# block 1

[src/rtl/ps2_key_decoder.sv]
// PS/2 keyboard receiver and scan-code set 2 decoder driving held-key levels
// for the W/S/O/L paddle controls, all in the iVGA_CLK domain.
module ps2_key_decoder #(
    parameter int          FILTER_LEN     = 8,
    parameter int          TIMEOUT_CYCLES = 50000,
    parameter logic [7:0]  KEY_W          = 8'h1D,
    parameter logic [7:0]  KEY_S          = 8'h1B,
    parameter logic [7:0]  KEY_O          = 8'h44,
    parameter logic [7:0]  KEY_L          = 8'h4B
) (
    input  logic       iVGA_CLK,
    input  logic       iRST_n,
    input  logic       ps2_clk,
    input  logic       ps2_data,
    output logic       w_in,
    output logic       s_in,
    output logic       o_in,
    output logic       l_in,
    output logic [7:0] scan_code,
    output logic       scan_valid,
    output logic       frame_err
);

    localparam int FLT_W = (FILTER_LEN > 1) ? $clog2(FILTER_LEN) : 1;
    localparam int TMO_W = (TIMEOUT_CYCLES > 1) ? $clog2(TIMEOUT_CYCLES) : 1;

    typedef enum logic [1:0] {IDLE, DATA, PARITY, STOP} state_t;

    logic             clk_s1_q, clk_s2_q, dat_s1_q, dat_s2_q;
    logic             filt_q, filt_d;
    logic [FLT_W-1:0] flt_cnt_q, flt_cnt_d;
    logic             fe;

    state_t           state_q, state_d;
    logic [2:0]       bit_cnt_q, bit_cnt_d;
    logic [7:0]       shift_q, shift_d;
    logic             parity_q, parity_d;
    logic [TMO_W-1:0] tmo_q, tmo_d;

    logic             brk_q, brk_d, ext_q, ext_d;
    logic             w_q, w_d, s_q, s_d, o_q, o_d, l_q, l_d;
    logic [7:0]       code_q, code_d;
    logic             valid_q, valid_d, err_q, err_d;

    // Filtered clock flips only after FILTER_LEN consecutive opposite samples.
    always_comb begin
        filt_d    = filt_q;
        flt_cnt_d = '0;
        if (clk_s2_q != filt_q) begin
            if (flt_cnt_q == FLT_W'(FILTER_LEN - 1))
                filt_d = clk_s2_q;
            else
                flt_cnt_d = flt_cnt_q + 1'b1;
        end
    end

    assign fe = filt_q & ~filt_d;

    // NOTE: every variable gets a default first so no path leaves it unassigned,
    // which would otherwise infer a latch.
    always_comb begin
        state_d   = state_q;
        bit_cnt_d = bit_cnt_q;
        shift_d   = shift_q;
        parity_d  = parity_q;
        tmo_d     = '0;
        brk_d     = brk_q;
        ext_d     = ext_q;
        w_d       = w_q;
        s_d       = s_q;
        o_d       = o_q;
        l_d       = l_q;
        code_d    = code_q;
        valid_d   = 1'b0;
        err_d     = 1'b0;

        if (state_q != IDLE && !fe) begin
            if (tmo_q == TMO_W'(TIMEOUT_CYCLES - 1)) begin
                state_d = IDLE;
                err_d   = 1'b1;
                brk_d   = 1'b0;
                ext_d   = 1'b0;
            end else begin
                tmo_d = tmo_q + 1'b1;
            end
        end

        if (fe) begin
            case (state_q)
                IDLE: begin
                    if (!dat_s2_q) begin
                        state_d   = DATA;
                        bit_cnt_d = '0;
                    end
                end
                DATA: begin
                    shift_d   = {dat_s2_q, shift_q[7:1]};
                    bit_cnt_d = bit_cnt_q + 1'b1;
                    if (bit_cnt_q == 3'd7)
                        state_d = PARITY;
                end
                PARITY: begin
                    parity_d = dat_s2_q;
                    state_d  = STOP;
                end
                STOP: begin
                    state_d = IDLE;
                    if (dat_s2_q && (^shift_q ^ parity_q)) begin
                        code_d  = shift_q;
                        valid_d = 1'b1;
                        if (shift_q == 8'hF0) begin
                            brk_d = 1'b1;
                        end else if (shift_q == 8'hE0) begin
                            ext_d = 1'b1;
                        end else begin
                            if (!ext_q) begin
                                if (shift_q == KEY_W) w_d = ~brk_q;
                                if (shift_q == KEY_S) s_d = ~brk_q;
                                if (shift_q == KEY_O) o_d = ~brk_q;
                                if (shift_q == KEY_L) l_d = ~brk_q;
                            end
                            brk_d = 1'b0;
                            ext_d = 1'b0;
                        end
                    end else begin
                        err_d = 1'b1;
                        brk_d = 1'b0;
                        ext_d = 1'b0;
                    end
                end
                default: state_d = IDLE;
            endcase
        end
    end

    // NOTE: sequential state uses non-blocking assignments so every flop
    // samples the pre-edge values regardless of statement order.
    always_ff @(posedge iVGA_CLK or negedge iRST_n) begin
        if (!iRST_n) begin
            clk_s1_q  <= 1'b1;
            clk_s2_q  <= 1'b1;
            dat_s1_q  <= 1'b1;
            dat_s2_q  <= 1'b1;
            filt_q    <= 1'b1;
            flt_cnt_q <= '0;
            state_q   <= IDLE;
            bit_cnt_q <= '0;
            shift_q   <= '0;
            parity_q  <= 1'b0;
            tmo_q     <= '0;
            brk_q     <= 1'b0;
            ext_q     <= 1'b0;
            w_q       <= 1'b0;
            s_q       <= 1'b0;
            o_q       <= 1'b0;
            l_q       <= 1'b0;
            code_q    <= 8'h00;
            valid_q   <= 1'b0;
            err_q     <= 1'b0;
        end else begin
            clk_s1_q  <= ps2_clk;
            clk_s2_q  <= clk_s1_q;
            dat_s1_q  <= ps2_data;
            dat_s2_q  <= dat_s1_q;
            filt_q    <= filt_d;
            flt_cnt_q <= flt_cnt_d;
            state_q   <= state_d;
            bit_cnt_q <= bit_cnt_d;
            shift_q   <= shift_d;
            parity_q  <= parity_d;
            tmo_q     <= tmo_d;
            brk_q     <= brk_d;
            ext_q     <= ext_d;
            w_q       <= w_d;
            s_q       <= s_d;
            o_q       <= o_d;
            l_q       <= l_d;
            code_q    <= code_d;
            valid_q   <= valid_d;
            err_q     <= err_d;
        end
    end

    assign w_in       = w_q;
    assign s_in       = s_q;
    assign o_in       = o_q;
    assign l_in       = l_q;
    assign scan_code  = code_q;
    assign scan_valid = valid_q;
    assign frame_err  = err_q;

endmodule

[config.mk]
export PLATFORM = sky130hd
export DESIGN_NAME = ps2_key_decoder
export DESIGN_NICKNAME = d
export VERILOG_FILES = /design/src/rtl/ps2_key_decoder.sv
export SDC_FILE = /design/constraint.sdc
export NUM_CORES = 1
export LEC_CHECK = 0
export ABC_AREA = 1
export ABC_CLOCK_PERIOD_IN_PS = 1600
export CAP_MARGIN = 30
export CORE_UTILIZATION = 53
export DETAILED_ROUTE_END_ITERATION = 12
export PLACE_DENSITY_LB_ADDON = 0.3
export SLEW_MARGIN = 15
export SYNTH_ARGS = -nofsm -noshare
export SYNTH_HDL_FRONTEND = slang
export SYNTH_SLANG_ARGS = --single-unit
[constraint.sdc]
create_clock -name iVGA_CLK -period 1.6 [get_ports iVGA_CLK]
set_clock_uncertainty 0.05 [all_clocks]
set_input_delay 0.24 -clock iVGA_CLK [delete_from_list [all_inputs] [get_ports iVGA_CLK]]
set_output_delay 0.24 -clock iVGA_CLK [all_outputs]
set_load 0.05 [all_outputs]
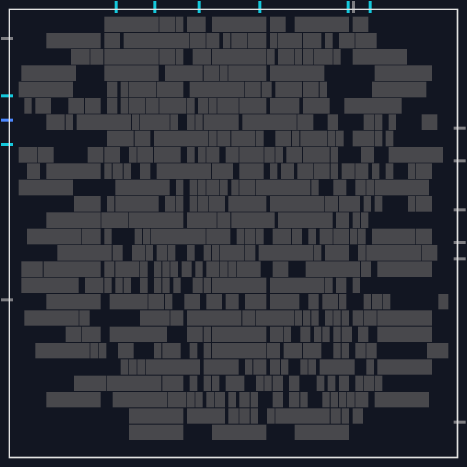
(block_1/pinout.png)
Drawn at 6 px/um. Pins as bars across the die edge, other pins in gray.
legend:
  cyan:
    port: scan_code
    pins: 8
    direction: output
    edge: 6 top, 2 left
  blue:
    port: scan_valid
    pins: 1
    direction: output
    edge: left
all pins by edge: 7 top, 6 right, 5 left
count of port buffers added during placement: 17
die extent in y: 74.5 um
width of the die: 74.5 um

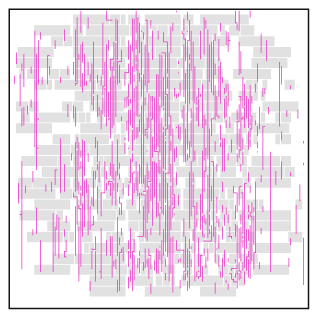
(block_1/m2.png)
Drawn at 4 px/um.
main direction: vertical
nets with wire on the layer: 341
vias after detailed routing: 2367
total routed wirelength: 6260 um
met2 track utilization from global routing: 39.3%

==> impl_metrics.env <==
# implementation run metrics
export IMPL_setup_viol=16
export IMPL_crit_path_max_incr_delay_ps=400
export IMPL_post_drt_wl_per_cell_um=13.9
export IMPL_setup_slack_ps=-149
export IMPL_slew_limit_headroom_pct=71.7
export IMPL_r2r_cells=12
export IMPL_largestPowerGroup="sequential cells"
export IMPL_cts_made_buffers=5
export IMPL_ff_count=54
export IMPL_logic_area_mm2=0.00148
export IMPL_min_delay_worst_endpoint="dat_s1_q"
export IMPL_initial_antenna_violation_count=0
export IMPL_bufAreaShareNonClock_pct=11.5
export IMPL_grt_first_pass_wirelength_um=10000
export IMPL_timing_critical_path_required_ps=1790
export IMPL_htree_num_levels=2
export IMPL_critPathMostFrequentCell="nand2_2"
export IMPL_reg2reg_setup_slack_ps=-150
export IMPL_number_of_clock_buffers_in_the_layout=7
export IMPL_crit_reg2reg_capture="ext_q"
export IMPL_power_w=0.00253
export IMPL_fillers=357
export IMPL_post_place_setup_slack_ps=-103
export IMPL_clock_area_share_pct=2.91
export IMPL_design_core_area_mm2=0.00507
export IMPL_r2r_start="shift_q[0]"
export IMPL_netlist_top_cells_area="dfrtp_1, nand2_1, ha_1"
export IMPL_syn_area_per_cell_um2=8.54
export IMPL_seqAreaFraction_pct=37.2
export IMPL_sw_ratio_pct=22.5
export IMPL_dominant_cell_class="combinational gates"
export IMPL_worstHoldStart="ps2_data"
export IMPL_yosys_stat_area_mm2=0.00278
export IMPL_post_synth_top_count_cell="nand2_1"
export IMPL_fp_utilization_pct=54.8
export IMPL_critical_path_cell_chain="inv_2 > ha_4 > inv_2 > nand2_4 > nand2_2 > nand2_2 > nand2_2 > nand2_2 > nand2_4 > buf_6 > nand3_4 > a21oi_2"
export IMPL_share_of_synthesized_area_spent_on_multiplexers_pct=0
export IMPL_postSynthRegisterBits=54
export IMPL_synth_area_leader_cell="dfrtp_1"
export IMPL_clockRootBuffer="clkbuf_8"
export IMPL_crit_start="shift_q[0]"
export IMPL_ir_drop_mv=0.648
export IMPL_run_status="complete, but fails checks"
export IMPL_failed_checks="setup timing"
export IMPL_clock_sink_count=54

# block 2

File: config.mk
export PLATFORM = sky130hd
export DESIGN_NAME = step_ctrl
export DESIGN_NICKNAME = d
export VERILOG_FILES = /design/src/rtl/step_ctrl.sv
export SDC_FILE = /design/constraint.sdc
export NUM_CORES = 1
export LEC_CHECK = 0
export CAP_MARGIN = 20
export CELL_PAD_IN_SITES_DETAIL_PLACEMENT = 0
export CELL_PAD_IN_SITES_GLOBAL_PLACEMENT = 1
export CORE_ASPECT_RATIO = 0.75
export CORE_MARGIN = 2
export CORE_UTILIZATION = 45
export CTS_BUF_LIST = sky130_fd_sc_hd__clkbuf_4 sky130_fd_sc_hd__clkbuf_8
export DETAILED_ROUTE_END_ITERATION = 10
export GPL_ROUTABILITY_DRIVEN = 0
export PLACE_DENSITY = 0.85
export SKIP_CTS_REPAIR_TIMING = 1
export SYNTH_ARGS = -nofsm -noshare
export SYNTH_HDL_FRONTEND = slang
export SYNTH_SLANG_ARGS = --single-unit
File: constraint.sdc
create_clock -name clk -period 2.7 [get_ports clk]
set_input_delay 0.54 -clock clk [delete_from_list [all_inputs] [get_ports clk]]
set_output_delay 0.54 -clock clk [all_outputs]
set_load 0.05 [all_outputs]
File: src/rtl/step_ctrl.sv
// Run/halt/single-step clock-enable controller with debounced front-panel buttons.
// Build option: define STEP_CTRL_AUTORUN_EN to come out of reset in RUN instead of HALT.
module step_ctrl #(
    parameter int DEBOUNCE_CYCLES = 1024,
    parameter int STEP_CYCLES     = 1
) (
    input  logic        clk,
    input  logic        rst,
    input  logic        btn_run,
    input  logic        btn_step,
    input  logic        btn_halt,
    input  logic        halt_req,
    output logic        cpu_ce,
    output logic        running,
    output logic        stepping,
    output logic [15:0] ce_count
);

    localparam int            CW        = $clog2(DEBOUNCE_CYCLES + 1);
    localparam logic [CW-1:0] DB_LAST   = CW'(DEBOUNCE_CYCLES - 1);
    localparam logic [CW-1:0] DB_INC    = CW'(1);
    localparam logic [7:0]    STEP_LOAD = 8'(STEP_CYCLES);

    typedef enum logic [1:0] {
        S_HALT,
        S_RUN,
        S_STEP
    } state_t;

`ifdef STEP_CTRL_AUTORUN_EN
    localparam state_t RST_STATE = S_RUN;
    localparam logic   RST_CE    = 1'b1;
`else
    localparam state_t RST_STATE = S_HALT;
    localparam logic   RST_CE    = 1'b0;
`endif

    // Button lanes packed as {halt, step, run}
    logic [2:0]    w_raw;
    logic [2:0]    r_sync1;
    logic [2:0]    r_sync2;
    logic [2:0]    r_acc;
    logic [2:0]    r_acc_d;
    logic [CW-1:0] r_db_cnt [3];
    logic [2:0]    w_press;

    assign w_raw = {btn_halt, btn_step, btn_run};

    always_ff @(posedge clk or posedge rst) begin
        if (rst) begin
            r_sync1 <= '0;
            r_sync2 <= '0;
            r_acc   <= '0;
            r_acc_d <= '0;
            for (int unsigned i = 0; i < 3; i++) begin
                r_db_cnt[i] <= '0;
            end
        end else begin
            r_sync1 <= w_raw;
            r_sync2 <= r_sync1;
            r_acc_d <= r_acc;
            for (int unsigned i = 0; i < 3; i++) begin
                if (r_sync2[i] == r_acc[i]) begin
                    r_db_cnt[i] <= '0;
                end else if (r_db_cnt[i] == DB_LAST) begin
                    // This sample is the DEBOUNCE_CYCLES-th consecutive differing one
                    r_acc[i]    <= r_sync2[i];
                    r_db_cnt[i] <= '0;
                end else begin
                    r_db_cnt[i] <= r_db_cnt[i] + DB_INC;
                end
            end
        end
    end

    assign w_press = r_acc & ~r_acc_d;

    state_t     r_state;
    state_t     w_state_nxt;
    logic [7:0] r_step_cnt;
    logic [7:0] w_step_nxt;
    logic       r_cpu_ce;
    logic       r_running;
    logic       r_stepping;
    logic [15:0] r_ce_count;

    always_comb begin
        w_state_nxt = r_state;
        w_step_nxt  = r_step_cnt;
        case (r_state)
            S_HALT: begin
                if (w_press[2]) begin
                    w_state_nxt = S_HALT;
                end else if (w_press[1]) begin
                    w_state_nxt = S_STEP;
                    w_step_nxt  = STEP_LOAD;
                end else if (w_press[0] && !halt_req) begin
                    w_state_nxt = S_RUN;
                end
            end
            S_RUN: begin
                if (w_press[2] || halt_req) begin
                    w_state_nxt = S_HALT;
                end
            end
            S_STEP: begin
                // halt_req deliberately not looked at here so a breakpoint can be stepped past
                if (w_press[2] || r_step_cnt <= 8'd1) begin
                    w_state_nxt = S_HALT;
                end else begin
                    w_step_nxt = r_step_cnt - 8'd1;
                end
            end
            default: begin
                w_state_nxt = S_HALT;
            end
        endcase
    end

    always_ff @(posedge clk or posedge rst) begin
        if (rst) begin
            r_state    <= RST_STATE;
            r_step_cnt <= '0;
            r_cpu_ce   <= RST_CE;
            r_running  <= RST_CE;
            r_stepping <= 1'b0;
            r_ce_count <= '0;
        end else begin
            r_state    <= w_state_nxt;
            r_step_cnt <= w_step_nxt;
            r_cpu_ce   <= (w_state_nxt != S_HALT);
            r_running  <= (w_state_nxt == S_RUN);
            r_stepping <= (w_state_nxt == S_STEP);
            if (r_cpu_ce) begin
                r_ce_count <= r_ce_count + 16'd1;
            end
        end
    end

    assign cpu_ce   = r_cpu_ce;
    assign running  = r_running;
    assign stepping = r_stepping;
    assign ce_count = r_ce_count;

endmodule
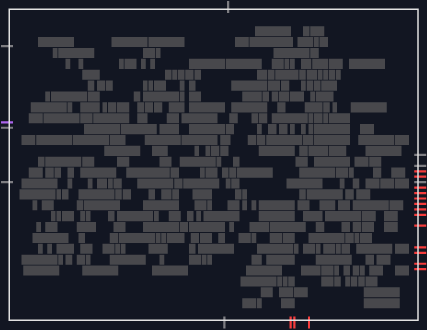
(block_2/pinout.png)
Drawn at 4 px/um. Pins as bars across the die edge, other pins in gray.
legend:
  red:
    port: ce_count
    pins: 16
    direction: output
    edge: 13 right, 3 bottom
  purple:
    port: btn_halt
    pins: 1
    direction: input
    edge: left
all pins by edge: 16 right, 4 left, 4 bottom, 1 top
count of port buffers added during placement: 24
width of the die: 102 um

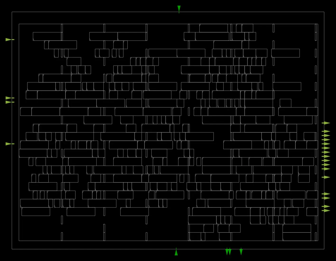
(block_2/placed.png)
core outline area: 0.00690 mm2
final instance count without filler cells: 436
Tap Cells: 98
Row Count: 26
layout sequential cell count: 74

==> impl_metrics.env <==
# implementation run metrics
export IMPL_run_status="finished, final reports clean"
export IMPL_max_clock_freq_mhz=453
export IMPL_p_switching_w=0.000478
export IMPL_number_of_clock_buffers_in_the_layout=11
export IMPL_logic_area_mm2=0.00132
export IMPL_max_cap_violations=0
export IMPL_synthTopLogicFamily="simple AND/OR/NAND/NOR gates"
export IMPL_final_hold_worst_slack_ps=351
export IMPL_power_report_internal_total_w=0.00171
export IMPL_adder_share_pct=2.32
export IMPL_htree_num_levels=3
export IMPL_wl_met1_um=2680
export IMPL_worst_slew_pin_slew_ps=507
export IMPL_power_combinational_fraction_pct=4.4
export IMPL_number_of_ports_placed_on_the_die_boundary=25
export IMPL_maxSlewViolCount=0
export IMPL_endpoint="ce_count[0]"
export IMPL_sw_ratio_pct=21.8
export IMPL_clockRootBuffer="clkbuf_8"
export IMPL_cts_made_buffers=9
export IMPL_bufAreaShareNonClock_pct=6.80
export IMPL_setup_slack_ps=492
export IMPL_layout_drive_gt1_share_pct=8.28
export IMPL_critical_path_peak_fanout=6
export IMPL_critical_path_cell_chain="clkdlybuf4s50_1"
export IMPL_period_needed_ps=2210
export IMPL_multi_input_gate_share_of_total_cell_area_pct=34.4
export IMPL_worstSkewPairLatency_ps=350
export IMPL_pwr_group_clock_w=0.000946
export IMPL_logic_gate_count=209
export IMPL_finish_net_count=345
export IMPL_pg_seq_w=0.00115
export IMPL_min_delay_path_depth=0
export IMPL_fp_utilization_pct=46.8
export IMPL_post_place_setup_slack_ps=778
export IMPL_remaining_drc_errors=0

# block 3

==> config.mk <==
export PLATFORM = sky130hd
export DESIGN_NAME = axil_demux_1to2
export DESIGN_NICKNAME = d
export VERILOG_FILES = /design/src/rtl/axil_demux_1to2.sv
export SDC_FILE = /design/constraint.sdc
export NUM_CORES = 1
export LEC_CHECK = 0
export CAP_MARGIN = 15
export CORE_MARGIN = 3
export CORE_UTILIZATION = 30
export CTS_CLUSTER_SIZE = 20
export DETAILED_ROUTE_END_ITERATION = 8
export GPL_TIMING_DRIVEN = 0
export PLACE_DENSITY = 0.74
export SLEW_MARGIN = 20
export SYNTH_ARGS = -nofsm -noshare
export SYNTH_HDL_FRONTEND = slang
export SYNTH_SLANG_ARGS = --single-unit
==> constraint.sdc <==
create_clock -name ACLK -period 1.4 [get_ports ACLK]
set_clock_uncertainty 0.2 [all_clocks]
set_input_delay 0.28 -clock ACLK [delete_from_list [all_inputs] [get_ports ACLK]]
set_output_delay 0.28 -clock ACLK [all_outputs]
set_load 0.01 [all_outputs]
==> src/rtl/axil_demux_1to2.sv <==
// AXI4-Lite 1-to-2 address router: the top address bit selects the target.
// Write and read paths are independent and each has one transaction in flight.
// Address and write data are registered toward the targets; B and R responses
// are routed back combinationally from the selected target only.
module axil_demux_1to2 #(
    parameter int unsigned ADDR_W = 11,
    parameter int unsigned DATA_W = 32
) (
    input  logic                    ACLK,
    input  logic                    ARESETn,
    // upstream write address / data / response
    input  logic [ADDR_W-1:0]       s_AWADDR,
    input  logic                    s_AWVALID,
    output logic                    s_AWREADY,
    input  logic [DATA_W-1:0]       s_WDATA,
    input  logic [DATA_W/8-1:0]     s_WSTRB,
    input  logic                    s_WVALID,
    output logic                    s_WREADY,
    output logic [1:0]              s_BRESP,
    output logic                    s_BVALID,
    input  logic                    s_BREADY,
    // upstream read address / data
    input  logic [ADDR_W-1:0]       s_ARADDR,
    input  logic                    s_ARVALID,
    output logic                    s_ARREADY,
    output logic [DATA_W-1:0]       s_RDATA,
    output logic [1:0]              s_RRESP,
    output logic                    s_RVALID,
    input  logic                    s_RREADY,
    // downstream, address/data broadcast, handshakes per target
    output logic [ADDR_W-2:0]       m_AWADDR,
    output logic [1:0]              m_AWVALID,
    input  logic [1:0]              m_AWREADY,
    output logic [DATA_W-1:0]       m_WDATA,
    output logic [DATA_W/8-1:0]     m_WSTRB,
    output logic [1:0]              m_WVALID,
    input  logic [1:0]              m_WREADY,
    input  logic [3:0]              m_BRESP,
    input  logic [1:0]              m_BVALID,
    output logic [1:0]              m_BREADY,
    output logic [ADDR_W-2:0]       m_ARADDR,
    output logic [1:0]              m_ARVALID,
    input  logic [1:0]              m_ARREADY,
    input  logic [2*DATA_W-1:0]     m_RDATA,
    input  logic [3:0]              m_RRESP,
    input  logic [1:0]              m_RVALID,
    output logic [1:0]              m_RREADY
);

    localparam int unsigned TADDR_W = ADDR_W - 1;
    localparam int unsigned STRB_W  = DATA_W / 8;

    typedef enum logic [1:0] {W_IDLE, W_FWD, W_RESP} w_state_e;
    typedef enum logic [1:0] {R_IDLE, R_FWD, R_RESP} r_state_e;

    w_state_e            w_state_q, w_state_d;
    r_state_e            r_state_q, r_state_d;
    logic                wsel_q, wsel_d, rsel_q, rsel_d;
    logic                aw_done_q, aw_done_d;
    logic                w_held_q, w_held_d;
    logic                w_done_q, w_done_d;
    logic [TADDR_W-1:0]  awaddr_q, awaddr_d, araddr_q, araddr_d;
    logic [DATA_W-1:0]   wdata_q, wdata_d;
    logic [STRB_W-1:0]   wstrb_q, wstrb_d;

    assign m_AWADDR = awaddr_q;
    assign m_ARADDR = araddr_q;
    assign m_WDATA  = wdata_q;
    assign m_WSTRB  = wstrb_q;

    // State and latch registers for both paths
    always_ff @(posedge ACLK) begin
        if (!ARESETn) begin
            w_state_q <= W_IDLE;
            r_state_q <= R_IDLE;
            wsel_q    <= 1'b0;
            rsel_q    <= 1'b0;
            aw_done_q <= 1'b0;
            w_held_q  <= 1'b0;
            w_done_q  <= 1'b0;
            awaddr_q  <= '0;
            araddr_q  <= '0;
            wdata_q   <= '0;
            wstrb_q   <= '0;
        end else begin
            w_state_q <= w_state_d;
            r_state_q <= r_state_d;
            wsel_q    <= wsel_d;
            rsel_q    <= rsel_d;
            aw_done_q <= aw_done_d;
            w_held_q  <= w_held_d;
            w_done_q  <= w_done_d;
            awaddr_q  <= awaddr_d;
            araddr_q  <= araddr_d;
            wdata_q   <= wdata_d;
            wstrb_q   <= wstrb_d;
        end
    end

    // Write path next state, handshakes and B routing
    always_comb begin
        w_state_d = w_state_q;
        wsel_d    = wsel_q;
        aw_done_d = aw_done_q;
        w_held_d  = w_held_q;
        w_done_d  = w_done_q;
        awaddr_d  = awaddr_q;
        wdata_d   = wdata_q;
        wstrb_d   = wstrb_q;
        s_AWREADY = 1'b0;
        s_WREADY  = 1'b0;
        s_BVALID  = 1'b0;
        s_BRESP   = 2'b00;
        m_AWVALID = 2'b00;
        m_WVALID  = 2'b00;
        m_BREADY  = 2'b00;
        unique case (w_state_q)
            W_IDLE: begin
                s_AWREADY = 1'b1;
                if (s_AWVALID) begin
                    awaddr_d  = s_AWADDR[TADDR_W-1:0];
                    wsel_d    = s_AWADDR[ADDR_W-1];
                    aw_done_d = 1'b0;
                    w_held_d  = 1'b0;
                    w_done_d  = 1'b0;
                    w_state_d = W_FWD;
                end
            end
            W_FWD: begin
                m_AWVALID[wsel_q] = ~aw_done_q;
                if (!aw_done_q && m_AWREADY[wsel_q]) aw_done_d = 1'b1;
                s_WREADY = ~w_held_q;
                if (!w_held_q && s_WVALID) begin
                    wdata_d  = s_WDATA;
                    wstrb_d  = s_WSTRB;
                    w_held_d = 1'b1;
                end
                m_WVALID[wsel_q] = w_held_q & ~w_done_q;
                if (w_held_q && !w_done_q && m_WREADY[wsel_q]) w_done_d = 1'b1;
                if (aw_done_d && w_done_d) w_state_d = W_RESP;
            end
            W_RESP: begin
                s_BVALID         = m_BVALID[wsel_q];
                s_BRESP          = wsel_q ? m_BRESP[3:2] : m_BRESP[1:0];
                m_BREADY[wsel_q] = s_BREADY;
                if (m_BVALID[wsel_q] && s_BREADY) w_state_d = W_IDLE;
            end
            default: w_state_d = W_IDLE;
        endcase
        // No handshake is offered while reset is held
        if (!ARESETn) begin
            s_AWREADY = 1'b0;
            s_WREADY  = 1'b0;
            s_BVALID  = 1'b0;
            s_BRESP   = 2'b00;
            m_AWVALID = 2'b00;
            m_WVALID  = 2'b00;
            m_BREADY  = 2'b00;
        end
    end

    // Read path next state, handshakes and R routing
    always_comb begin
        r_state_d = r_state_q;
        rsel_d    = rsel_q;
        araddr_d  = araddr_q;
        s_ARREADY = 1'b0;
        s_RVALID  = 1'b0;
        s_RDATA   = '0;
        s_RRESP   = 2'b00;
        m_ARVALID = 2'b00;
        m_RREADY  = 2'b00;
        unique case (r_state_q)
            R_IDLE: begin
                s_ARREADY = 1'b1;
                if (s_ARVALID) begin
                    araddr_d  = s_ARADDR[TADDR_W-1:0];
                    rsel_d    = s_ARADDR[ADDR_W-1];
                    r_state_d = R_FWD;
                end
            end
            R_FWD: begin
                m_ARVALID[rsel_q] = 1'b1;
                if (m_ARREADY[rsel_q]) r_state_d = R_RESP;
            end
            R_RESP: begin
                s_RVALID         = m_RVALID[rsel_q];
                s_RDATA          = rsel_q ? m_RDATA[2*DATA_W-1:DATA_W] : m_RDATA[DATA_W-1:0];
                s_RRESP          = rsel_q ? m_RRESP[3:2] : m_RRESP[1:0];
                m_RREADY[rsel_q] = s_RREADY;
                if (m_RVALID[rsel_q] && s_RREADY) r_state_d = R_IDLE;
            end
            default: r_state_d = R_IDLE;
        endcase
        // No handshake is offered while reset is held
        if (!ARESETn) begin
            s_ARREADY = 1'b0;
            s_RVALID  = 1'b0;
            s_RDATA   = '0;
            s_RRESP   = 2'b00;
            m_ARVALID = 2'b00;
            m_RREADY  = 2'b00;
        end
    end

endmodule

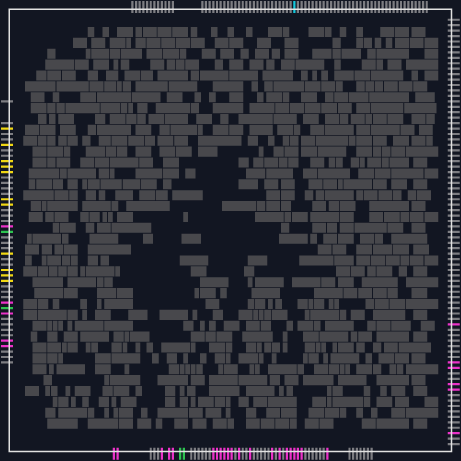
(block_3/pinout.png)
Drawn at 4 px/um. Pins as bars across the die edge, other pins in gray.
legend:
  yellow:
    port: s_AWADDR
    pins: 11
    direction: input
    edge: left
  green:
    port: m_WSTRB
    pins: 4
    direction: output
    edge: 2 bottom, 2 left
  cyan:
    port: s_RREADY
    pins: 1
    direction: input
    edge: top
  magenta:
    port: m_WDATA
    pins: 32
    direction: output
    edge: 21 bottom, 6 right, 5 left
all pins by edge: 79 right, 74 top, 55 bottom, 46 left
width of the die: 110 um
count of port buffers added during placement: 253
die extent in y: 110 um

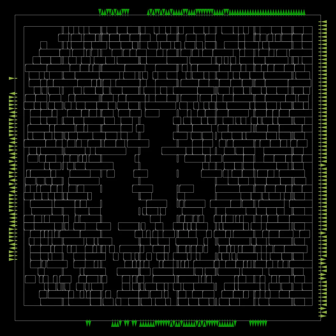
(block_3/placed.png)
Final Util: 69.7%
core outline area: 0.0105 mm2
final instance count without filler cells: 840
fillcell total: 790
flip-flop and latch share of the layout cell area: 18.5%

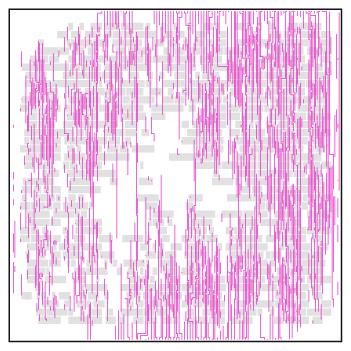
(block_3/m2.png)
Drawn at 3 px/um.
main direction: vertical
wire length on this layer: 8420 um
longest straight run: 59.2 um
vias after detailed routing: 3991
total routed wirelength: 15700 um
met2 track utilization from global routing: 43.0%

==> impl_metrics.env <==
# implementation run metrics
export IMPL_power_share_clock_pct=34.3
export IMPL_worstHoldStart="m_WDATA[28]"
export IMPL_failed_checks="setup timing"
export IMPL_tapcell_inserted=136
export IMPL_area_growth_pct=124
export IMPL_critical_path_cell_chain="buf_12 > buf_6 > buf_12 > mux2i_4 > nor2_2 > buf_2"
export IMPL_setup_viol=114
export IMPL_pg_seq_w=0.00202
export IMPL_critical_path_class="register to primary output"
export IMPL_setup_slack_ps=-601
export IMPL_row_count=37
export IMPL_adder_share_pct=0
export IMPL_htree_num_levels=3
export IMPL_final_hold_worst_slack_ps=249
export IMPL_clockRootBuffer="clkbuf_8"
export IMPL_power_leakage_nw=3.02
export IMPL_endpoint="s_RDATA[9]"
export IMPL_setup_total_negative_slack_ps=-36110
export IMPL_run_status="complete, but fails checks"
export IMPL_r2r_cells=7
export IMPL_crit_reg2reg_capture="m_AWADDR[1]"
export IMPL_rsz0062_at_grt="true"
export IMPL_non_clock_inverter_count=4
export IMPL_largestPowerGroup="sequential cells"
export IMPL_final_hold_viol_count=0
export IMPL_sw_ratio_pct=26.1
export IMPL_remaining_drc_errors=0
export IMPL_crit_start="rsel_q"
export IMPL_clock_area_share_pct=3.35
export IMPL_pwr_group_clock_w=0.00196
export IMPL_wl_met1_um=5200
export IMPL_edf_count=0

# block 4

==> block_4/pinout.png <==
Drawn at 6 px/um. Pins as bars across the die edge, other pins in gray.
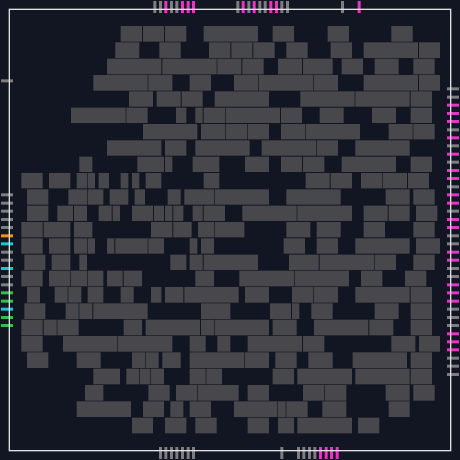
==> block_4/layers.png <==
Drawn at 4 px/um. Only two layers are drawn.
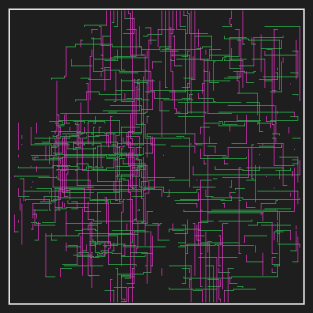
==> block_4/m2.png <==
Drawn at 4 px/um.
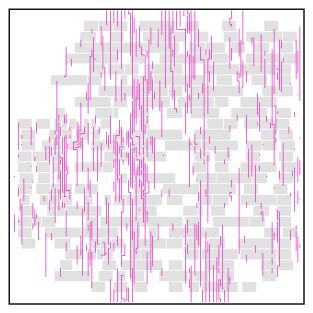
<file path="config.mk">
export PLATFORM = sky130hd
export DESIGN_NAME = fifo_reader_flat
export DESIGN_NICKNAME = d
export VERILOG_FILES = /design/src/rtl/fifo_reader_if.sv /design/src/rtl/fifo_reader.sv /design/src/flat_wrapper.sv
export SDC_FILE = /design/constraint.sdc
export NUM_CORES = 1
export LEC_CHECK = 0
export CAP_MARGIN = 20
export CORE_MARGIN = 1.5
export CORE_UTILIZATION = 40
export CTS_CLUSTER_DIAMETER = 50
export CTS_CLUSTER_SIZE = 14
export DETAILED_ROUTE_END_ITERATION = 16
export PLACE_DENSITY_LB_ADDON = 0.25
export SLEW_MARGIN = 20
export SYNTH_ARGS = -nofsm -noshare
export SYNTH_HDL_FRONTEND = slang
export SYNTH_SLANG_ARGS = --single-unit
</file>
<file path="constraint.sdc">
create_clock -name clk -period 2.29 [get_ports clk]
set_input_delay 0.458 -clock clk [delete_from_list [all_inputs] [get_ports clk]]
set_output_delay 0.458 -clock clk [all_outputs]
set_load 0.02 [all_outputs]
</file>
<file path="src/rtl/fifo_reader_if.sv">
// fifo_reader_if: FIFO read port, burst control and downstream valid/ready bundle
interface fifo_reader_if #(
  parameter int DATA_WIDTH = 32,
  parameter int CNT_WIDTH  = 4
);
  logic                  start;
  logic [CNT_WIDTH-1:0]  len;
  logic                  abort;
  logic [CNT_WIDTH-1:0]  data_count;
  logic                  rd_ack;
  logic                  rd_err;
  logic [DATA_WIDTH-1:0] d_out;
  logic                  rd_en;
  logic                  m_valid;
  logic [DATA_WIDTH-1:0] m_data;
  logic                  m_ready;
  logic                  busy;
  logic                  done;
  logic [CNT_WIDTH-1:0]  err_count;
  logic [2:0]            state;
  modport master (
    input  start, len, abort, data_count, rd_ack, rd_err, d_out, m_ready,
    output rd_en, m_valid, m_data, busy, done, err_count, state
  );
  modport slave (
    output start, len, abort, data_count, rd_ack, rd_err, d_out, m_ready,
    input  rd_en, m_valid, m_data, busy, done, err_count, state
  );
endinterface

</file>
<file path="src/rtl/fifo_reader.sv">
// fifo_reader: burst read master that drains a FIFO word by word into a valid/ready sink
module fifo_reader #(
  parameter int DATA_WIDTH = 32,
  parameter int CNT_WIDTH  = 4
) (
  input logic clk,
  input logic reset,
  fifo_reader_if.master bus
);
  typedef enum logic [2:0] {
    IDLE  = 3'b000,
    REQ   = 3'b001,
    ISSUE = 3'b010,
    WAIT  = 3'b011,
    HOLD  = 3'b100,
    DONE  = 3'b101
  } state_t;
  state_t st, nx;
  logic [CNT_WIDTH-1:0]  rem;
  logic [CNT_WIDTH-1:0]  errs;
  logic [DATA_WIDTH-1:0] data_q;
  logic                  ack_ok;
  assign ack_ok = bus.rd_ack && !bus.rd_err;
  // state register
  always_ff @(posedge clk or posedge reset)
    if (reset) st <= IDLE;
    else st <= nx;
  // next state; abort overrides everything, unused codes fall back to IDLE
  always_comb begin
    nx = IDLE;
    case (st)
      IDLE:    nx = !bus.start ? IDLE : (bus.len != '0) ? REQ : DONE;
      REQ:     nx = (bus.data_count != '0) ? ISSUE : REQ;
      ISSUE:   nx = WAIT;
      WAIT:    nx = ack_ok ? HOLD : REQ;
      HOLD:    nx = !bus.m_ready ? HOLD : (rem == CNT_WIDTH'(1)) ? DONE : REQ;
      DONE:    nx = IDLE;
      default: nx = IDLE;
    endcase
    if (bus.abort) nx = IDLE;
  end
  // words left, captured data and saturating error count
  always_ff @(posedge clk or posedge reset)
    if (reset) begin
      rem    <= '0;
      errs   <= '0;
      data_q <= '0;
    end else begin
      if (bus.abort) rem <= '0;
      else if (st == IDLE && bus.start) rem <= bus.len;
      else if (st == HOLD && bus.m_ready) rem <= rem - CNT_WIDTH'(1);
      if (!bus.abort && st == WAIT) begin
        if (ack_ok) data_q <= bus.d_out;
        else if (errs != '1) errs <= errs + CNT_WIDTH'(1);
      end
    end
  assign bus.rd_en     = (st == ISSUE);
  assign bus.m_valid   = (st == HOLD);
  assign bus.m_data    = data_q;
  assign bus.busy      = (st != IDLE);
  assign bus.done      = (st == DONE);
  assign bus.err_count = errs;
  assign bus.state     = st;
endmodule

</file>
<file path="src/flat_wrapper.sv">
// flat-port wrapper written by rule: the top's interface ports become plain ports
module fifo_reader_flat 
#(
  parameter int DATA_WIDTH = 32,
  parameter int CNT_WIDTH  = 4
)
  (clk, reset, bus_start, bus_len, bus_abort, bus_data_count, bus_rd_ack, bus_rd_err, bus_d_out, bus_m_ready, bus_rd_en, bus_m_valid, bus_m_data, bus_busy, bus_done, bus_err_count, bus_state);
  fifo_reader_if #(.DATA_WIDTH(DATA_WIDTH), .CNT_WIDTH(CNT_WIDTH)) bus_i ();
  input logic clk;
  input logic reset;
  input wire logic [$bits(bus_i.start)-1:0] bus_start;
  input wire logic [$bits(bus_i.len)-1:0] bus_len;
  input wire logic [$bits(bus_i.abort)-1:0] bus_abort;
  input wire logic [$bits(bus_i.data_count)-1:0] bus_data_count;
  input wire logic [$bits(bus_i.rd_ack)-1:0] bus_rd_ack;
  input wire logic [$bits(bus_i.rd_err)-1:0] bus_rd_err;
  input wire logic [$bits(bus_i.d_out)-1:0] bus_d_out;
  input wire logic [$bits(bus_i.m_ready)-1:0] bus_m_ready;
  output wire logic [$bits(bus_i.rd_en)-1:0] bus_rd_en;
  output wire logic [$bits(bus_i.m_valid)-1:0] bus_m_valid;
  output wire logic [$bits(bus_i.m_data)-1:0] bus_m_data;
  output wire logic [$bits(bus_i.busy)-1:0] bus_busy;
  output wire logic [$bits(bus_i.done)-1:0] bus_done;
  output wire logic [$bits(bus_i.err_count)-1:0] bus_err_count;
  output wire logic [$bits(bus_i.state)-1:0] bus_state;
  assign bus_i.start = bus_start;
  assign bus_i.len = bus_len;
  assign bus_i.abort = bus_abort;
  assign bus_i.data_count = bus_data_count;
  assign bus_i.rd_ack = bus_rd_ack;
  assign bus_i.rd_err = bus_rd_err;
  assign bus_i.d_out = bus_d_out;
  assign bus_i.m_ready = bus_m_ready;
  assign bus_rd_en = bus_i.rd_en;
  assign bus_m_valid = bus_i.m_valid;
  assign bus_m_data = bus_i.m_data;
  assign bus_busy = bus_i.busy;
  assign bus_done = bus_i.done;
  assign bus_err_count = bus_i.err_count;
  assign bus_state = bus_i.state;
  fifo_reader #(.DATA_WIDTH(DATA_WIDTH), .CNT_WIDTH(CNT_WIDTH)) u_core (.clk(clk), .reset(reset), .bus(bus_i));
endmodule
</file>
==> impl_metrics.env <==
# implementation run metrics
export IMPL_crit_cells=2
export IMPL_placedCellCount=307
export IMPL_edf_count=0
export IMPL_netlist_instances=152
export IMPL_simple_gate_share_pct=11.8
export IMPL_viasPerCell=4.96
export IMPL_cp_data_arrival_time_ps=1690
export IMPL_bufAreaShareNonClock_pct=31.4
export IMPL_max_clock_freq_mhz=466
export IMPL_largest_register_ff_count=32
export IMPL_number_of_clock_buffers_in_the_layout=6
export IMPL_flop_area_mm2=0.00108
export IMPL_initial_antenna_violation_count=0
export IMPL_run_status="finished, final reports clean"
export IMPL_critical_path_class="register to primary output"
export IMPL_power_report_internal_total_w=0.00148
export IMPL_grt_first_pass_wirelength_um=6910
export IMPL_die_area_mm2=0.00538
export IMPL_number_of_ports_placed_on_the_die_boundary=90
export IMPL_share_of_synthesized_area_spent_on_multiplexers_pct=20.3
export IMPL_clock_area_share_pct=2.79
export IMPL_timing_critical_path_required_ps=1830
export IMPL_p_switching_w=0.000640
export IMPL_maxSlewViolCount=0
export IMPL_finish_net_count=297
export IMPL_setup_total_negative_slack_ps=0
export IMPL_yosys_stat_area_mm2=0.00198
export IMPL_crit_start="u_core.bus.state[2]"
export IMPL_setup_slack_ps=143
## Picture notes: block_4/pinout.png
legend:
  magenta:
    port: bus_m_data
    pins: 32
    direction: output
    edge: 19 right, 9 top, 4 bottom
  green:
    port: bus_data_count
    pins: 4
    direction: input
    edge: left
  cyan:
    port: bus_state
    pins: 3
    direction: output
    edge: left
  orange:
    port: bus_busy
    pins: 1
    direction: output
    edge: left
count of port buffers added during placement: 89
width of the die: 73.3 um

## Picture notes: block_4/layers.png
legend:
  magenta:
    layer: M2
    wire_length: 2010 um
  green:
    layer: M1
    wire_length: 2000 um
average routed wire per standard cell: 13.9 um
total routed wirelength: 4380 um
global router's overall resource usage: 16.7%
vias after detailed routing: 1562

## Picture notes: block_4/m2.png
main direction: vertical
nets with wire on the layer: 272
wire length on this layer: 2010 um
met2 track utilization from global routing: 26.9%


# block 5

==> block_5/m2.png <==
Drawn at 2 px/um.
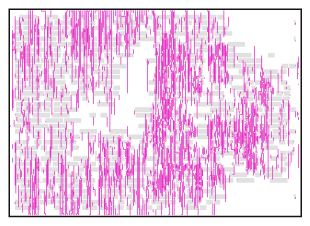
==> block_5/pinout.png <==
Drawn at 3 px/um. Pins as bars across the die edge, other pins in gray.
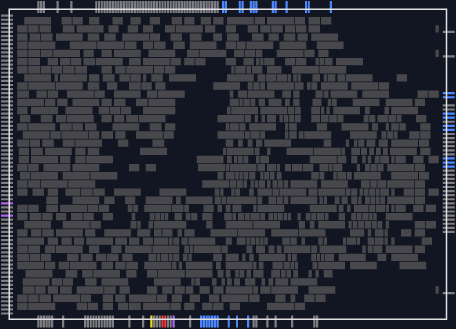
File: config.mk
export PLATFORM = sky130hd
export DESIGN_NAME = axi4_lite_master_sequencer
export DESIGN_NICKNAME = d
export VERILOG_FILES = /design/src/rtl/axi4_lite_pkg.sv /design/src/rtl/axi4_lite_master_sequencer.sv
export SDC_FILE = /design/constraint.sdc
export NUM_CORES = 1
export LEC_CHECK = 0
export ABC_AREA = 0
export CORE_ASPECT_RATIO = 0.7
export CORE_MARGIN = 2
export CORE_UTILIZATION = 45
export CTS_CLUSTER_DIAMETER = 50
export DETAILED_ROUTE_END_ITERATION = 8
export GPL_ROUTABILITY_DRIVEN = 1
export PLACE_DENSITY = 0.8
export SLEW_MARGIN = 5
export SYNTH_ARGS = -nofsm -noshare
export SYNTH_HDL_FRONTEND = slang
export SYNTH_SLANG_ARGS = --single-unit
File: constraint.sdc
create_clock -name clk -period 5.5 [get_ports clk]
set_clock_uncertainty 0.2 [all_clocks]
set_input_delay 0.825 -clock clk [delete_from_list [all_inputs] [get_ports clk]]
set_output_delay 0.825 -clock clk [all_outputs]
set_load 0.1 [all_outputs]
File: src/rtl/axi4_lite_pkg.sv
// axi4_lite_pkg
// Shared types for the AXI4-Lite master sequencer: write response codes,
// sequencer FSM state encoding and the fixed AWPROT value.
package axi4_lite_pkg;

    // AXI write response codes; anything other than OKAY marks the sequence as errored
    typedef enum logic [1:0] {
        OKAY   = 2'b00,
        EXOKAY = 2'b01,
        SLVERR = 2'b10,
        DECERR = 2'b11
    } axi_resp_t;

    // Sequencer states, also exported on the debug state port
    typedef enum logic [2:0] {
        IDLE  = 3'd0,
        LOAD  = 3'd1,
        WRITE = 3'd2,
        RESP  = 3'd3,
        DONE  = 3'd4
    } seq_state_t;

    // Unprivileged, secure, data access for every write
    localparam logic [2:0] AWPROT = 3'b000;

endpackage

File: src/rtl/axi4_lite_master_sequencer.sv
// axi4_lite_master_sequencer
// Walks an external table of {address, data, strobe} entries, starting at
// index 0, and issues one AXI4-Lite write per entry until the table reports
// memory_data_valid=0 for the current index.
//
// Build option: define AXI4_LITE_SEQ_ABORT_ON_ERROR_EN to end the sequence on
// the first non-OKAY write response; without it the sequence continues and
// the error flag stays set until the next start.
//
// Handshake rule (all three channels): a transfer happens on the rising clk
// edge where VALID and READY are both 1. A VALID, once raised, stays high
// with its payload unchanged until that edge and is low from the next cycle.
// AW and W complete independently; bready is offered only once both have.
module axi4_lite_master_sequencer
    import axi4_lite_pkg::*;
#(
    parameter int DATA_WIDTH    = 32,
    parameter int ADDRESS_WIDTH = 32
) (
    input  logic                      clk,
    input  logic                      reset,
    input  logic                      start,
    output logic                      busy,
    output logic                      done,
    output logic                      error,
    output logic [ADDRESS_WIDTH-1:0]  write_count,
    output logic [ADDRESS_WIDTH-1:0]  memory_index,
    input  logic [DATA_WIDTH-1:0]     memory_data,
    input  logic [DATA_WIDTH/8-1:0]   memory_strobe,
    input  logic [ADDRESS_WIDTH-1:0]  memory_address,
    input  logic                      memory_data_valid,
    output logic [ADDRESS_WIDTH-1:0]  m_axi_awaddr,
    output logic [2:0]                m_axi_awprot,
    output logic                      m_axi_awvalid,
    input  logic                      m_axi_awready,
    output logic [DATA_WIDTH-1:0]     m_axi_wdata,
    output logic [DATA_WIDTH/8-1:0]   m_axi_wstrb,
    output logic                      m_axi_wvalid,
    input  logic                      m_axi_wready,
    input  logic [1:0]                m_axi_bresp,
    input  logic                      m_axi_bvalid,
    output logic                      m_axi_bready,
    output seq_state_t                dbg_state
);

    localparam int STRB_WIDTH = DATA_WIDTH / 8;
    localparam logic [ADDRESS_WIDTH-1:0] ADDR_ONE = ADDRESS_WIDTH'(1);

    seq_state_t               r_state;
    logic                     r_busy;
    logic                     r_done;
    logic                     r_error;
    logic [ADDRESS_WIDTH-1:0] r_write_count;
    logic [ADDRESS_WIDTH-1:0] r_memory_index;
    logic [ADDRESS_WIDTH-1:0] r_awaddr;
    logic [DATA_WIDTH-1:0]    r_wdata;
    logic [STRB_WIDTH-1:0]    r_wstrb;
    logic                     r_awvalid;
    logic                     r_wvalid;
    logic                     r_bready;
    logic                     r_aw_done;
    logic                     r_w_done;

    logic w_aw_hs;
    logic w_w_hs;
    logic w_aw_complete;
    logic w_w_complete;
    logic w_b_hs;
    logic w_resp_err;

    // Handshake decode; a channel counts as complete if it finished earlier or finishes now
    always_comb begin
        w_aw_hs       = r_awvalid & m_axi_awready;
        w_w_hs        = r_wvalid & m_axi_wready;
        w_aw_complete = r_aw_done | w_aw_hs;
        w_w_complete  = r_w_done | w_w_hs;
        w_b_hs        = r_bready & m_axi_bvalid;
        w_resp_err    = (m_axi_bresp != OKAY);
    end

    // Sequencer FSM with all outputs registered
    always_ff @(posedge clk or posedge reset) begin
        if (reset) begin
            r_state        <= IDLE;
            r_busy         <= 1'b0;
            r_done         <= 1'b0;
            r_error        <= 1'b0;
            r_write_count  <= '0;
            r_memory_index <= '0;
            r_awaddr       <= '0;
            r_wdata        <= '0;
            r_wstrb        <= '0;
            r_awvalid      <= 1'b0;
            r_wvalid       <= 1'b0;
            r_bready       <= 1'b0;
            r_aw_done      <= 1'b0;
            r_w_done       <= 1'b0;
        end else begin
            case (r_state)
                IDLE: begin
                    if (start) begin
                        r_memory_index <= '0;
                        r_write_count  <= '0;
                        r_error        <= 1'b0;
                        r_busy         <= 1'b1;
                        r_state        <= LOAD;
                    end
                end
                LOAD: begin
                    if (memory_data_valid) begin
                        r_awaddr  <= memory_address;
                        r_wdata   <= memory_data;
                        r_wstrb   <= memory_strobe;
                        r_awvalid <= 1'b1;
                        r_wvalid  <= 1'b1;
                        r_aw_done <= 1'b0;
                        r_w_done  <= 1'b0;
                        r_state   <= WRITE;
                    end else begin
                        r_done  <= 1'b1;
                        r_state <= DONE;
                    end
                end
                WRITE: begin
                    if (w_aw_hs) begin
                        r_awvalid <= 1'b0;
                        r_aw_done <= 1'b1;
                    end
                    if (w_w_hs) begin
                        r_wvalid <= 1'b0;
                        r_w_done <= 1'b1;
                    end
                    if (w_aw_complete && w_w_complete) begin
                        r_bready <= 1'b1;
                        r_state  <= RESP;
                    end
                end
                RESP: begin
                    if (w_b_hs) begin
                        r_bready       <= 1'b0;
                        r_write_count  <= r_write_count + ADDR_ONE;
                        r_memory_index <= r_memory_index + ADDR_ONE;
                        if (w_resp_err) begin
                            r_error <= 1'b1;
                        end
`ifdef AXI4_LITE_SEQ_ABORT_ON_ERROR_EN
                        if (w_resp_err) begin
                            r_done  <= 1'b1;
                            r_state <= DONE;
                        end else begin
                            r_state <= LOAD;
                        end
`else
                        r_state <= LOAD;
`endif
                    end
                end
                DONE: begin
                    r_done  <= 1'b0;
                    r_busy  <= 1'b0;
                    r_state <= IDLE;
                end
                default: begin
                    r_state <= IDLE;
                end
            endcase
        end
    end

    // Output mapping
    assign busy          = r_busy;
    assign done          = r_done;
    assign error         = r_error;
    assign write_count   = r_write_count;
    assign memory_index  = r_memory_index;
    assign m_axi_awaddr  = r_awaddr;
    assign m_axi_awprot  = AWPROT;
    assign m_axi_awvalid = r_awvalid;
    assign m_axi_wdata   = r_wdata;
    assign m_axi_wstrb   = r_wstrb;
    assign m_axi_wvalid  = r_wvalid;
    assign m_axi_bready  = r_bready;
    assign dbg_state     = r_state;

endmodule

==> impl_metrics.env <==
# implementation run metrics
export IMPL_run_status="finished, final reports clean"
export IMPL_cpLargestDelayFamily="simple AND/OR/NAND/NOR gates"
export IMPL_logic_area_mm2=0.00259
export IMPL_grt_start_max_net_pins=112
export IMPL_layout_non_clock_buffers=222
export IMPL_synth_area_mm2=0.00628
export IMPL_final_hold_viol_count=0
export IMPL_clock_area_share_pct=6.42
export IMPL_groute_usage_overall_pct=23.9
export IMPL_ir_drop_mv=0.675
export IMPL_grt_first_pass_wirelength_um=27500
export IMPL_dp_hpwl_um=12500
export IMPL_worst_slew_pin_slew_ps=1050
export IMPL_crit_start="m_axi_bvalid"
export IMPL_cts_tree="built"
export IMPL_met3_wirelength_um=1920
export IMPL_critical_path_cell_chain="clkdlybuf4s50_1 > nand4_1 > a2111oi_4 > nand4_2 > or4_1 > a21oi_1"
export IMPL_die_area_mm2=0.0149
export IMPL_placedCellCount=953
export IMPL_power_w=0.00622
export IMPL_postLayoutCoreUtil_pct=67.0
export IMPL_remaining_drc_errors=0
export IMPL_async_reset_ff_share_pct=100
export IMPL_share_of_synthesized_area_spent_on_multiplexers_pct=12.2
export IMPL_postSynthRegisterBits=143
export IMPL_row_count=36
export IMPL_antenna_violating_nets_post_route=0
export IMPL_cts_made_buffers=17
## Picture notes: block_5/m2.png
nets with wire on the layer: 775
longest straight run: 44.0 um
met2 track utilization from global routing: 37.7%
vias after detailed routing: 5354
total routed wirelength: 17800 um

## Picture notes: block_5/pinout.png
legend:
  purple:
    port: dbg_state
    pins: 3
    direction: output
    edge: 2 left, 1 bottom
  red:
    port: m_axi_bresp
    pins: 2
    direction: input
    edge: bottom
  yellow:
    port: m_axi_awvalid
    pins: 1
    direction: output
    edge: bottom
  blue:
    port: write_count
    pins: 32
    direction: output
    edge: 13 top, 10 bottom, 9 right
die extent in y: 103 um
width of the die: 145 um
count of port buffers added during placement: 217



==> notes/layouts.md <==
Pictures saved along the way, in no particular order.

Layout detail.
panel A
Region (31, 19) to (71, 59) um. Cells in gray, sequential cells in the stronger gray; small squares are vias.
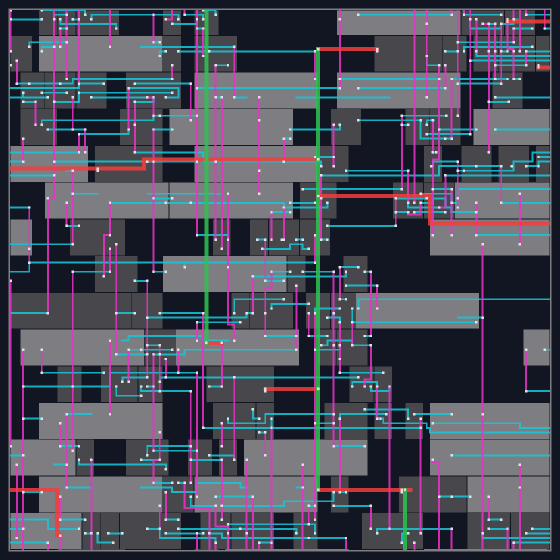
panel B
Region (35, 35) to (75, 75) um. Cells in gray, sequential cells in the stronger gray; small squares are vias.
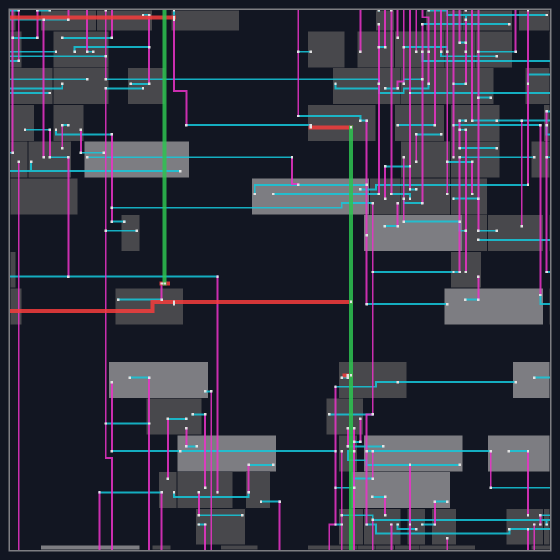
panel C
Region (17, 17) to (57, 57) um. Cells in gray, sequential cells in the stronger gray; small squares are vias.
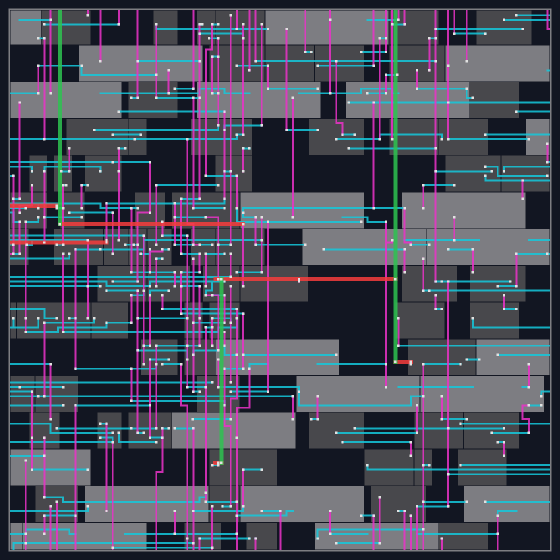
panel D
Region (17, 17) to (57, 57) um. Cells in gray, sequential cells in the stronger gray; small squares are vias.
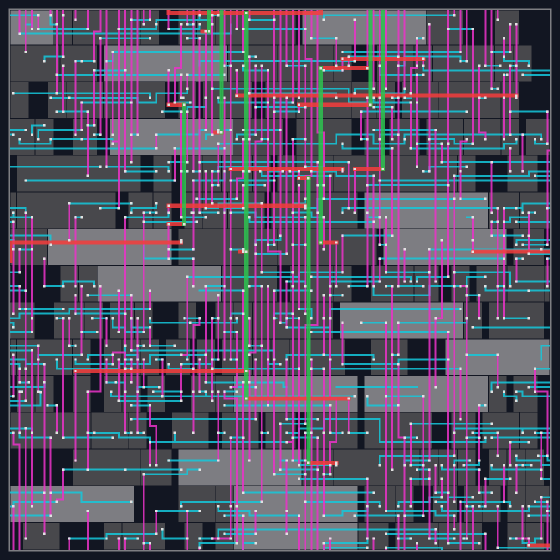
panel E
Region (53, 31) to (93, 71) um. Cells in gray, sequential cells in the stronger gray; small squares are vias.
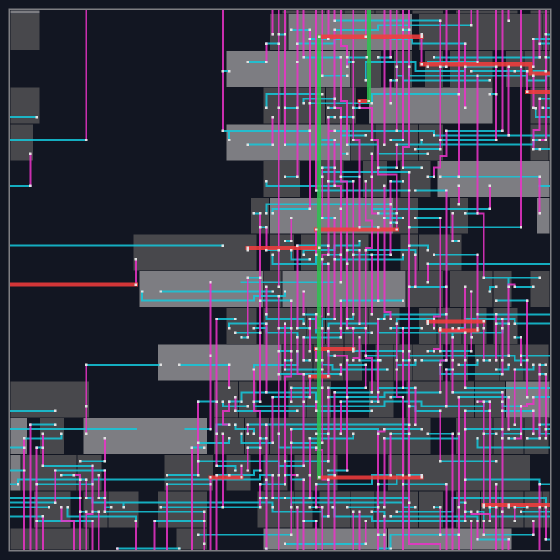
block 2: panel A
block 4: panel C
block 5: panel E
block 1: panel D
block 3: panel B

Key to panel D:
legend:
  cyan:
    layer: M1
  magenta:
    layer: M2
  red:
    layer: M3
  green:
    layer: M4
most frequent: nand2_1 (29), nor2_1 (21), buf_4 (16)
sequential cells in the window: 15
netlist names of flops here include: tmo_q (5), shift_q (3), state_q (2)
cells with their middle in the window: 169

